# fifo_rd_stream

===== src/rtl/fifo_rd_stream.sv =====
// fifo_rd_stream
// Read-side streaming engine for the FIFO, clocked by the FIFO read clock.
// It watches fifo_empty and issues fifo_r_en pops. A 2-entry skid buffer
// absorbs the one-cycle read latency of the FIFO storage. The words are
// presented on a valid/ready stream that can move one word per cycle.
//
// Parameters
//   DW        : data word width
//   BURST_LEN : words per burst for m_last framing (1..65535)
//
// Ports
//   r_clk        in  : read clock (FIFO read clock)
//   rst          in  : synchronous active-high reset
//   enable       in  : allow new pops; buffered/in-flight words always drain
//   fifo_empty   in  : FIFO empty flag (r_clk domain)
//   fifo_r_en    out : pop strobe (combinational)
//   fifo_rd_data in  : FIFO read data, valid the cycle after fifo_r_en
//   m_valid      out : output word valid
//   m_ready      in  : downstream accept
//   m_data       out : output word
//   busy         out : a word is in flight or buffered
//   m_last       out : last word of a burst (only with FIFO_RD_LAST_EN)
//
// Optional feature macro: FIFO_RD_LAST_EN adds m_last and a 16-bit burst
// counter. The default build has neither.
module fifo_rd_stream #(
  parameter int DW        = 8,
  parameter int BURST_LEN = 16
) (
  input  logic          r_clk,
  input  logic          rst,
  input  logic          enable,
  input  logic          fifo_empty,
  output logic          fifo_r_en,
  input  logic [DW-1:0] fifo_rd_data,
  output logic          m_valid,
  input  logic          m_ready,
  output logic [DW-1:0] m_data,
  output logic          busy
`ifdef FIFO_RD_LAST_EN
  ,
  output logic          m_last
`endif
);

  // The state encoding equals the number of buffered words.
  typedef enum logic [1:0] {
    BUF0 = 2'd0,
    BUF1 = 2'd1,
    BUF2 = 2'd2
  } buf_state_e;

  buf_state_e    state;
  logic          in_flight;
  logic [DW-1:0] skid_p1;
  logic          xfer;
  logic          valid_nxt;
  logic [1:0]    occ;
  logic [1:0]    occ_left;

  // A BURST_LEN outside 1..65535 leaves this block elaborated as a marker.
  if (BURST_LEN < 1 || BURST_LEN > 65535) begin : g_burst_len_out_of_range
  end

  assign xfer     = m_valid && m_ready;
  // occ never exceeds 2. A transfer only happens with at least one word buffered.
  assign occ      = 2'(state) + {1'b0, in_flight};
  assign occ_left = occ - {1'b0, xfer};

  // Stage p0: pop issue. This path is combinational so that pops can
  // continue back to back at one word per cycle.
  assign fifo_r_en = !rst && enable && !fifo_empty && (occ_left < 2'd2);
  assign busy      = in_flight || m_valid;

  always_comb begin
    valid_nxt = 1'b0;
    case (state)
      BUF0:    valid_nxt = in_flight;
      BUF1:    valid_nxt = in_flight || !xfer;
      BUF2:    valid_nxt = 1'b1;
      default: valid_nxt = 1'b0;
    endcase
  end

  // Stage p1: landing of the popped word into head (m_data) or skid.
  always_ff @(posedge r_clk) begin
    if (rst) begin
      state     <= BUF0;
      in_flight <= 1'b0;
      m_valid   <= 1'b0;
      m_data    <= '0;
    end else begin
      in_flight <= fifo_r_en;
      m_valid   <= valid_nxt;
      case (state)
        BUF0: begin
          if (in_flight) begin
            m_data <= fifo_rd_data;
            state  <= BUF1;
          end
        end
        BUF1: begin
          if (in_flight && xfer) begin
            // The head leaves and the arriving word takes its slot.
            m_data <= fifo_rd_data;
          end else if (in_flight) begin
            skid_p1 <= fifo_rd_data;
            state   <= BUF2;
          end else if (xfer) begin
            state <= BUF0;
          end
        end
        BUF2: begin
          if (xfer) begin
            // The older skid word moves to the head before the new arrival, so order is kept.
            m_data <= skid_p1;
            if (in_flight) begin
              skid_p1 <= fifo_rd_data;
            end else begin
              state <= BUF1;
            end
          end
        end
        default: state <= BUF0;
      endcase
    end
  end

`ifdef FIFO_RD_LAST_EN
  localparam logic [15:0] LAST_IDX = 16'(BURST_LEN - 1);

  logic [15:0] burst_cnt;
  logic [15:0] cnt_nxt;

  always_comb begin
    cnt_nxt = burst_cnt;
    if (xfer) begin
      cnt_nxt = (burst_cnt == LAST_IDX) ? 16'd0 : burst_cnt + 16'd1;
    end
  end

  // Stage p1: m_last comes from the transfer count of the word presented.
  // It follows the head word and does not depend on when that word was popped.
  always_ff @(posedge r_clk) begin
    if (rst) begin
      burst_cnt <= 16'd0;
      m_last    <= 1'b0;
    end else begin
      burst_cnt <= cnt_nxt;
      m_last    <= valid_nxt && (cnt_nxt == LAST_IDX);
    end
  end
`endif

endmodule


===== config.mk =====
export PLATFORM = sky130hd
export DESIGN_NAME = fifo_rd_stream
export DESIGN_NICKNAME = d
export VERILOG_FILES = /design/src/rtl/fifo_rd_stream.sv
export SDC_FILE = /design/constraint.sdc
export NUM_CORES = 1
export LEC_CHECK = 0
export ABC_AREA = 1
export CORE_MARGIN = 10
export CORE_UTILIZATION = 50
export DETAILED_ROUTE_END_ITERATION = 6
export PLACE_DENSITY_LB_ADDON = 0.3
export SYNTH_ARGS = -nofsm -noshare
export SYNTH_HDL_FRONTEND = slang
export SYNTH_SLANG_ARGS = --single-unit

===== constraint.sdc =====
create_clock -name r_clk -period 2.1 [get_ports r_clk]
set_input_delay 0.525 -clock r_clk [delete_from_list [all_inputs] [get_ports r_clk]]
set_output_delay 0.525 -clock r_clk [all_outputs]
set_load 0.01 [all_outputs]

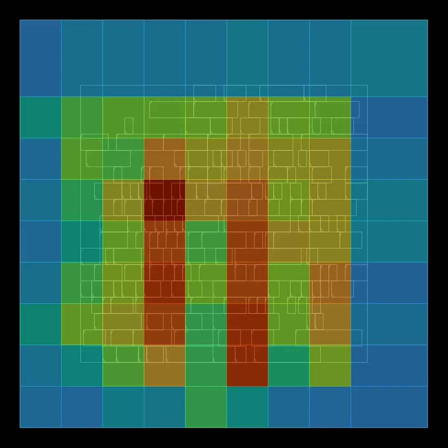
fifo_rd_stream/congestion.png
routed wirelength normalized by instance count: 13.6 um
met2 capacity usage during global routing: 24.2%
grt met1 use: 12.8%
post-layout util: 71.0%
met3 Usage GRT: 3.43%

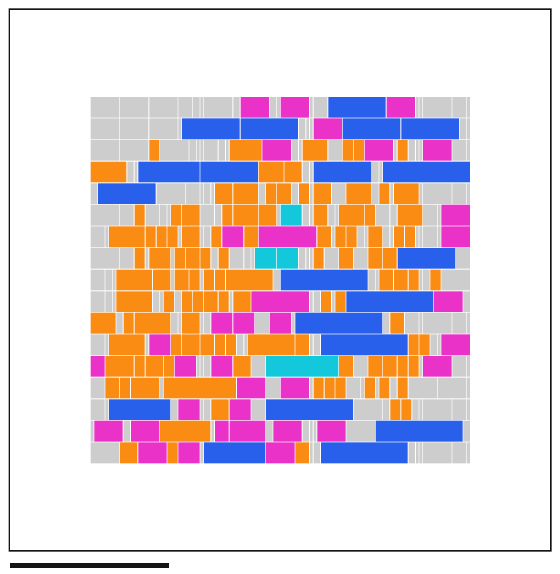
fifo_rd_stream/placement_by_type.png
Bar = 20 um. Fill, decap, tap and diode cells in gray.
[cyan] clock drivers and dummy loads | cells: 4
[magenta] other buffers and delay cells | cells: 35
[blue] flops | cells: 20
[orange] combinational and other logic | cells: 113

==> results.txt <==
The following summarizes the physical implementation.

Pwr
The power density over the cells is roughly 1300 mW/mm2. The total internal power is 1210 uW. Net switching is 40.6% of the power.

Place
The HPWL reported at the end of detailed placement is about 2000 um. The buffer_ports step reported a buffer count of 23.

Status
The run finished with clean final reports.

CTS
The number of CTS-inserted buffers is 3.

Timing
The clock period minus final worst setup slack is about 2000 ps. The slew check shows that the tightest pin keeps a relative margin of 64.5%.

Global routing
The initial antenna violation count is 0.

Floorplanning
The region available for standard cell placement spans ~0.0022 mm2.

Setup path
The category of the worst setup path launch point is a register. The path length in cells of the critical path is 7. The cell with the largest stage delay on the worst path is dfxtp_2. The critical path buffer and inverter count is 1.

In this design, the largest share of critical-path delay is due to flip-flops.

Logic synthesis
The net count after synthesis is approximately 160.
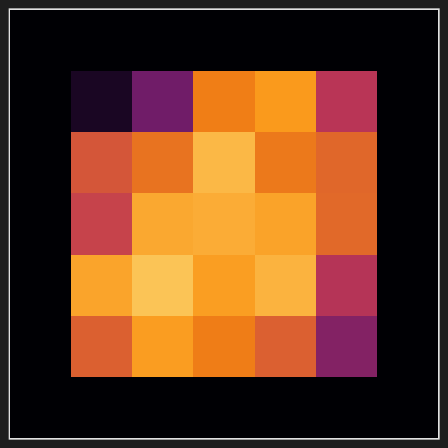
fifo_rd_stream/cell_density.png
The die is cut into 7 by 7 equal tiles; black is low, pale yellow is high, 0 to 100% covered.
fullest tile: 87%
tiles over 75% full: 20%
emptiest ninth of the die: north-west
densest ninth of the die: center

cell type report:
type	instances	area [um2]
clock buffers	4	47.5
fillers	177	641
inverters	15	56.3
multi-input cells	98	611
flip-flops and latches	20	484
well taps	28	35.0
repair buffers	35	338
per-layer routing:
metal,up-vias,part of all wire (%),track usage [%]
li1,518,-,-
met1,497,39,12.8
met2,14,55,24.2
met3,4,4.4,3.43
met4,0,1.6,4.02
met5,-,0,0
sequential cells by signal, indices dropped and copies added (netlist names):
register and flops:
skid_p1 8, m_valid 1, m_data 8, in_flight 1, state 2

# uart_top

uart_top/cell_density.png
The die is cut into 18 by 18 equal tiles; black is low, pale yellow is high, 0 to 100% covered.
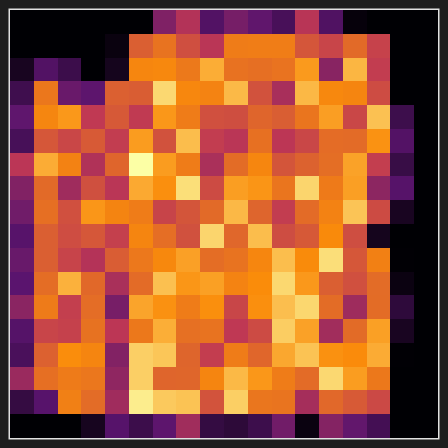
uart_top/placement_by_type.png
Bar = 50 um. Fill, decap, tap and diode cells in gray.
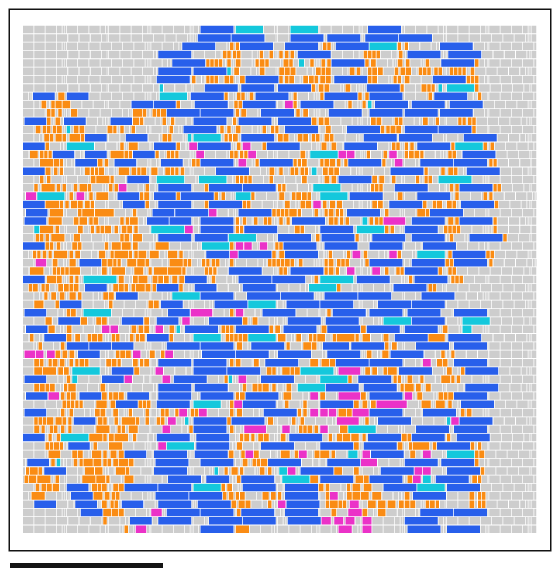
File: src/rtl/uart_top.sv
// UART echo relay: 16x oversampled RX and TX sharing one baud tick,
// with a host-readable RX FIFO and a TX FIFO that loops bytes back out.
module uart_top #(
  parameter int DATA_BITS     = 8,
  parameter int STOP_BIT_TICK = 16,
  parameter int BR_LIMIT      = 326,
  parameter int BR_BITS       = 9,
  parameter int FIFO_EXP      = 4
) (
  input  logic                 clk_50MHz,
  input  logic                 reset,
  input  logic                 rx,
  output logic                 tx,
  input  logic                 read_uart,
  output logic                 fifo_full,
  output logic                 fifo_empty,
  output logic [DATA_BITS-1:0] fifo_data_out
);

  localparam int SW =
    (STOP_BIT_TICK > 16) ? $clog2(STOP_BIT_TICK) : 4;
  localparam int NW =
    (DATA_BITS > 1) ? $clog2(DATA_BITS) : 1;
  localparam int DEPTH = 2 ** FIFO_EXP;

  typedef enum logic [1:0] {
    IDLE, START, DATA, STOP
  } state_t;

  logic               tick;
  logic [BR_BITS-1:0] br_cnt;

  assign tick = (br_cnt == BR_BITS'(BR_LIMIT - 1));

  always_ff @(posedge clk_50MHz) begin
    if (!reset)     br_cnt <= '0;
    else if (tick)  br_cnt <= '0;
    else            br_cnt <= br_cnt + 1'b1;
  end

  logic rx_m, rx_s;

  always_ff @(posedge clk_50MHz) begin
    if (!reset) begin
      rx_m <= 1'b1;
      rx_s <= 1'b1;
    end else begin
      rx_m <= rx;
      rx_s <= rx_m;
    end
  end

  state_t                rs, rs_n;
  logic [SW-1:0]         rsc, rsc_n;
  logic [NW-1:0]         rn, rn_n;
  logic [DATA_BITS-1:0]  rb, rb_n;
  logic                  data_ready;

  always_ff @(posedge clk_50MHz) begin
    if (!reset) begin
      rs  <= IDLE;
      rsc <= '0;
      rn  <= '0;
      rb  <= '0;
    end else begin
      rs  <= rs_n;
      rsc <= rsc_n;
      rn  <= rn_n;
      rb  <= rb_n;
    end
  end

  always_comb begin
    rs_n       = rs;
    rsc_n      = rsc;
    rn_n       = rn;
    rb_n       = rb;
    data_ready = 1'b0;
    unique case (rs)
      IDLE: begin
        if (!rx_s) begin
          rs_n  = START;
          rsc_n = '0;
        end
      end
      START: begin
        if (tick) begin
          if (rsc == SW'(7)) begin
            rsc_n = '0;
            rn_n  = '0;
            // line back high at mid start bit: treat as a glitch
            rs_n  = rx_s ? IDLE : DATA;
          end else begin
            rsc_n = rsc + 1'b1;
          end
        end
      end
      DATA: begin
        if (tick) begin
          if (rsc == SW'(15)) begin
            rsc_n = '0;
            rb_n  = {rx_s, rb[DATA_BITS-1:1]};
            if (rn == NW'(DATA_BITS - 1)) rs_n = STOP;
            else                          rn_n = rn + 1'b1;
          end else begin
            rsc_n = rsc + 1'b1;
          end
        end
      end
      STOP: begin
        if (tick) begin
          if (rsc == SW'(STOP_BIT_TICK - 1)) begin
            rs_n       = IDLE;
            data_ready = 1'b1;
          end else begin
            rsc_n = rsc + 1'b1;
          end
        end
      end
      default: rs_n = IDLE;
    endcase
  end

  // index 0 is the host RX FIFO, index 1 feeds the transmitter
  logic                 tx_pop;
  logic [1:0]           f_rd, f_full, f_empty;
  logic [DATA_BITS-1:0] f_dout [2];

  assign f_rd = {tx_pop, read_uart};

  for (genvar g = 0; g < 2; g++) begin : g_fifo
    logic [DATA_BITS-1:0] mem [DEPTH];
    logic [FIFO_EXP-1:0]  wp, rp, wn, rn_p;
    logic                 full_q, empty_q;
    logic                 rd_ok, wr_ok;

    assign wn    = wp + 1'b1;
    assign rn_p  = rp + 1'b1;
    assign rd_ok = f_rd[g] & ~empty_q;
    assign wr_ok = data_ready & (~full_q | rd_ok);

    always_ff @(posedge clk_50MHz) begin
      if (wr_ok) mem[wp] <= rb;
    end

    always_ff @(posedge clk_50MHz) begin
      if (!reset) begin
        wp      <= '0;
        rp      <= '0;
        full_q  <= 1'b0;
        empty_q <= 1'b1;
      end else begin
        if (wr_ok) wp <= wn;
        if (rd_ok) rp <= rn_p;
        if (wr_ok && !rd_ok) begin
          empty_q <= 1'b0;
          full_q  <= (wn == rp);
        end else if (rd_ok && !wr_ok) begin
          full_q  <= 1'b0;
          empty_q <= (rn_p == wp);
        end
      end
    end

    assign f_full[g]  = full_q;
    assign f_empty[g] = empty_q;
    assign f_dout[g]  = empty_q ? '0 : mem[rp];
  end

  assign fifo_full     = f_full[0];
  assign fifo_empty    = f_empty[0];
  assign fifo_data_out = f_dout[0];

  state_t               ts, ts_n;
  logic [SW-1:0]        tsc, tsc_n;
  logic [NW-1:0]        tn, tn_n;
  logic [DATA_BITS-1:0] tb, tb_n;
  logic                 txr, tx_n;

  always_ff @(posedge clk_50MHz) begin
    if (!reset) begin
      ts  <= IDLE;
      tsc <= '0;
      tn  <= '0;
      tb  <= '0;
      txr <= 1'b1;
    end else begin
      ts  <= ts_n;
      tsc <= tsc_n;
      tn  <= tn_n;
      tb  <= tb_n;
      txr <= tx_n;
    end
  end

  always_comb begin
    ts_n   = ts;
    tsc_n  = tsc;
    tn_n   = tn;
    tb_n   = tb;
    tx_n   = 1'b1;
    tx_pop = 1'b0;
    unique case (ts)
      IDLE: begin
        if (!f_empty[1]) begin
          tx_pop = 1'b1;
          tb_n   = f_dout[1];
          tsc_n  = '0;
          ts_n   = START;
          tx_n   = 1'b0;
        end
      end
      START: begin
        tx_n = 1'b0;
        if (tick) begin
          if (tsc == SW'(15)) begin
            tsc_n = '0;
            tn_n  = '0;
            ts_n  = DATA;
            tx_n  = tb[0];
          end else begin
            tsc_n = tsc + 1'b1;
          end
        end
      end
      DATA: begin
        tx_n = tb[0];
        if (tick) begin
          if (tsc == SW'(15)) begin
            tsc_n = '0;
            tb_n  = tb >> 1;
            tx_n  = tb[1 % DATA_BITS];
            if (tn == NW'(DATA_BITS - 1)) begin
              ts_n = STOP;
              tx_n = 1'b1;
            end else begin
              tn_n = tn + 1'b1;
            end
          end else begin
            tsc_n = tsc + 1'b1;
          end
        end
      end
      STOP: begin
        if (tick) begin
          if (tsc == SW'(STOP_BIT_TICK - 1)) ts_n = IDLE;
          else                               tsc_n = tsc + 1'b1;
        end
      end
      default: ts_n = IDLE;
    endcase
  end

  assign tx = txr;

endmodule

File: config.mk
export PLATFORM = sky130hd
export DESIGN_NAME = uart_top
export DESIGN_NICKNAME = d
export VERILOG_FILES = /design/src/rtl/uart_top.sv
export SDC_FILE = /design/constraint.sdc
export NUM_CORES = 1
export LEC_CHECK = 0
export ABC_AREA = 1
export CAP_MARGIN = 40
export CORE_MARGIN = 4
export CORE_UTILIZATION = 50
export CTS_BUF_LIST = sky130_fd_sc_hd__clkbuf_8 sky130_fd_sc_hd__clkbuf_16
export CTS_CLUSTER_SIZE = 30
export DETAILED_ROUTE_END_ITERATION = 7
export GPL_ROUTABILITY_DRIVEN = 0
export MAX_ROUTING_LAYER = met4
export PLACE_DENSITY = 0.63
export SLEW_MARGIN = 0
export SYNTH_ARGS = -nofsm -noshare
export SYNTH_HDL_FRONTEND = slang
export SYNTH_SLANG_ARGS = --single-unit
File: constraint.sdc
create_clock -name clk_50MHz -period 2.8 [get_ports clk_50MHz]
set_clock_uncertainty 0.2 [all_clocks]
set_input_delay 0.28 -clock clk_50MHz [delete_from_list [all_inputs] [get_ports clk_50MHz]]
set_output_delay 0.28 -clock clk_50MHz [all_outputs]
set_load 0.005 [all_outputs]
==> results.txt <==
The following summarizes the physical implementation.

Detailed routing
Summed over all nets, wire length on met3 after detailed routing comes to 2430 um. The average routed wire per standard cell is ~18 um. For this run, the detailed router reports a per-instance via density of between 5 and 6.

Logic synthesis
The chip area from the yosys synthesis statistics is roughly 0.014 mm2. The warning tally printed by Yosys for this design is 0. For this run, asynchronously set or reset flops after synthesis account for 0%.

Setup path
The cell with the largest stage delay on the worst path is dfxtp_4. The worst setup path is captured at a primary output.

Timing
Static timing analysis puts the maximum clock frequency at roughly 370 MHz. In the final report, the number of pins over their slew limit comes to 0.

Pwr
The biggest power consumer among the groups is sequential cells. The sequential group share of total power is 51.9%. The combinational fraction of design power is under 10%.

Cells and area
Relative to the synthesized area, the layout overhead comes to 15.5%.

Status
The run finished with clean final reports.

Job
In this run the maximum-capacitance check reported violations numbering 0.
## Picture notes: uart_top/cell_density.png
emptiest ninth of the die: north-west
densest ninth of the die: center
tiles over 75% full: 20%

## Picture notes: uart_top/placement_by_type.png
[blue] flops | cells: 330
[magenta] other buffers and delay cells | cells: 84
[orange] combinational and other logic | cells: 988
[cyan] clock drivers and dummy loads | cells: 64
share of cell area taken by flip-flops and latches: 56.0%
area of all placed cells without fillers: 0.0164 mm2

## what timing repair did
action | in CTS | in global routing
buffers inserted | 1 | 5
pin swaps | 8 | 6
resized | 22 | 16
endpoints found under the setup margin | 8 | 77
cloned | 2 | 0
## final cells by class
cell class / instances / area (um2)
clock buffers: 38 / 940
clock inverters: 26 / 253
fillers: 2278 / 11500
inverters: 125 / 482
multi-input cells: 863 / 4280
flip-flops and latches: 330 / 9180
well taps: 378 / 473
repair buffers: 84 / 773


==> notes/layouts.md <==
Pictures saved along the way, in no particular order.

Signal wires by layer.
Plate I
Bar = 20 um. Only two layers are drawn.
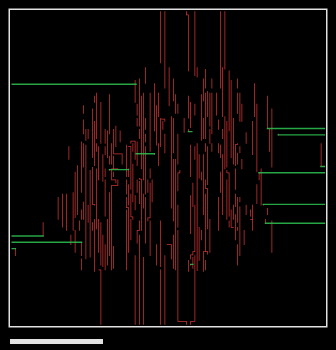
Plate II
Bar = 50 um. Only two layers are drawn.
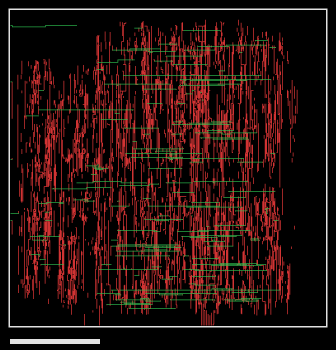
Plate II is uart_top.
Plate I is fifo_rd_stream.

Key to Plate II:
[green] metal 3 | wire length: 2430 um
[red] metal 2 | wire length: 15000 um

Power and IR drop assume default switching activity.
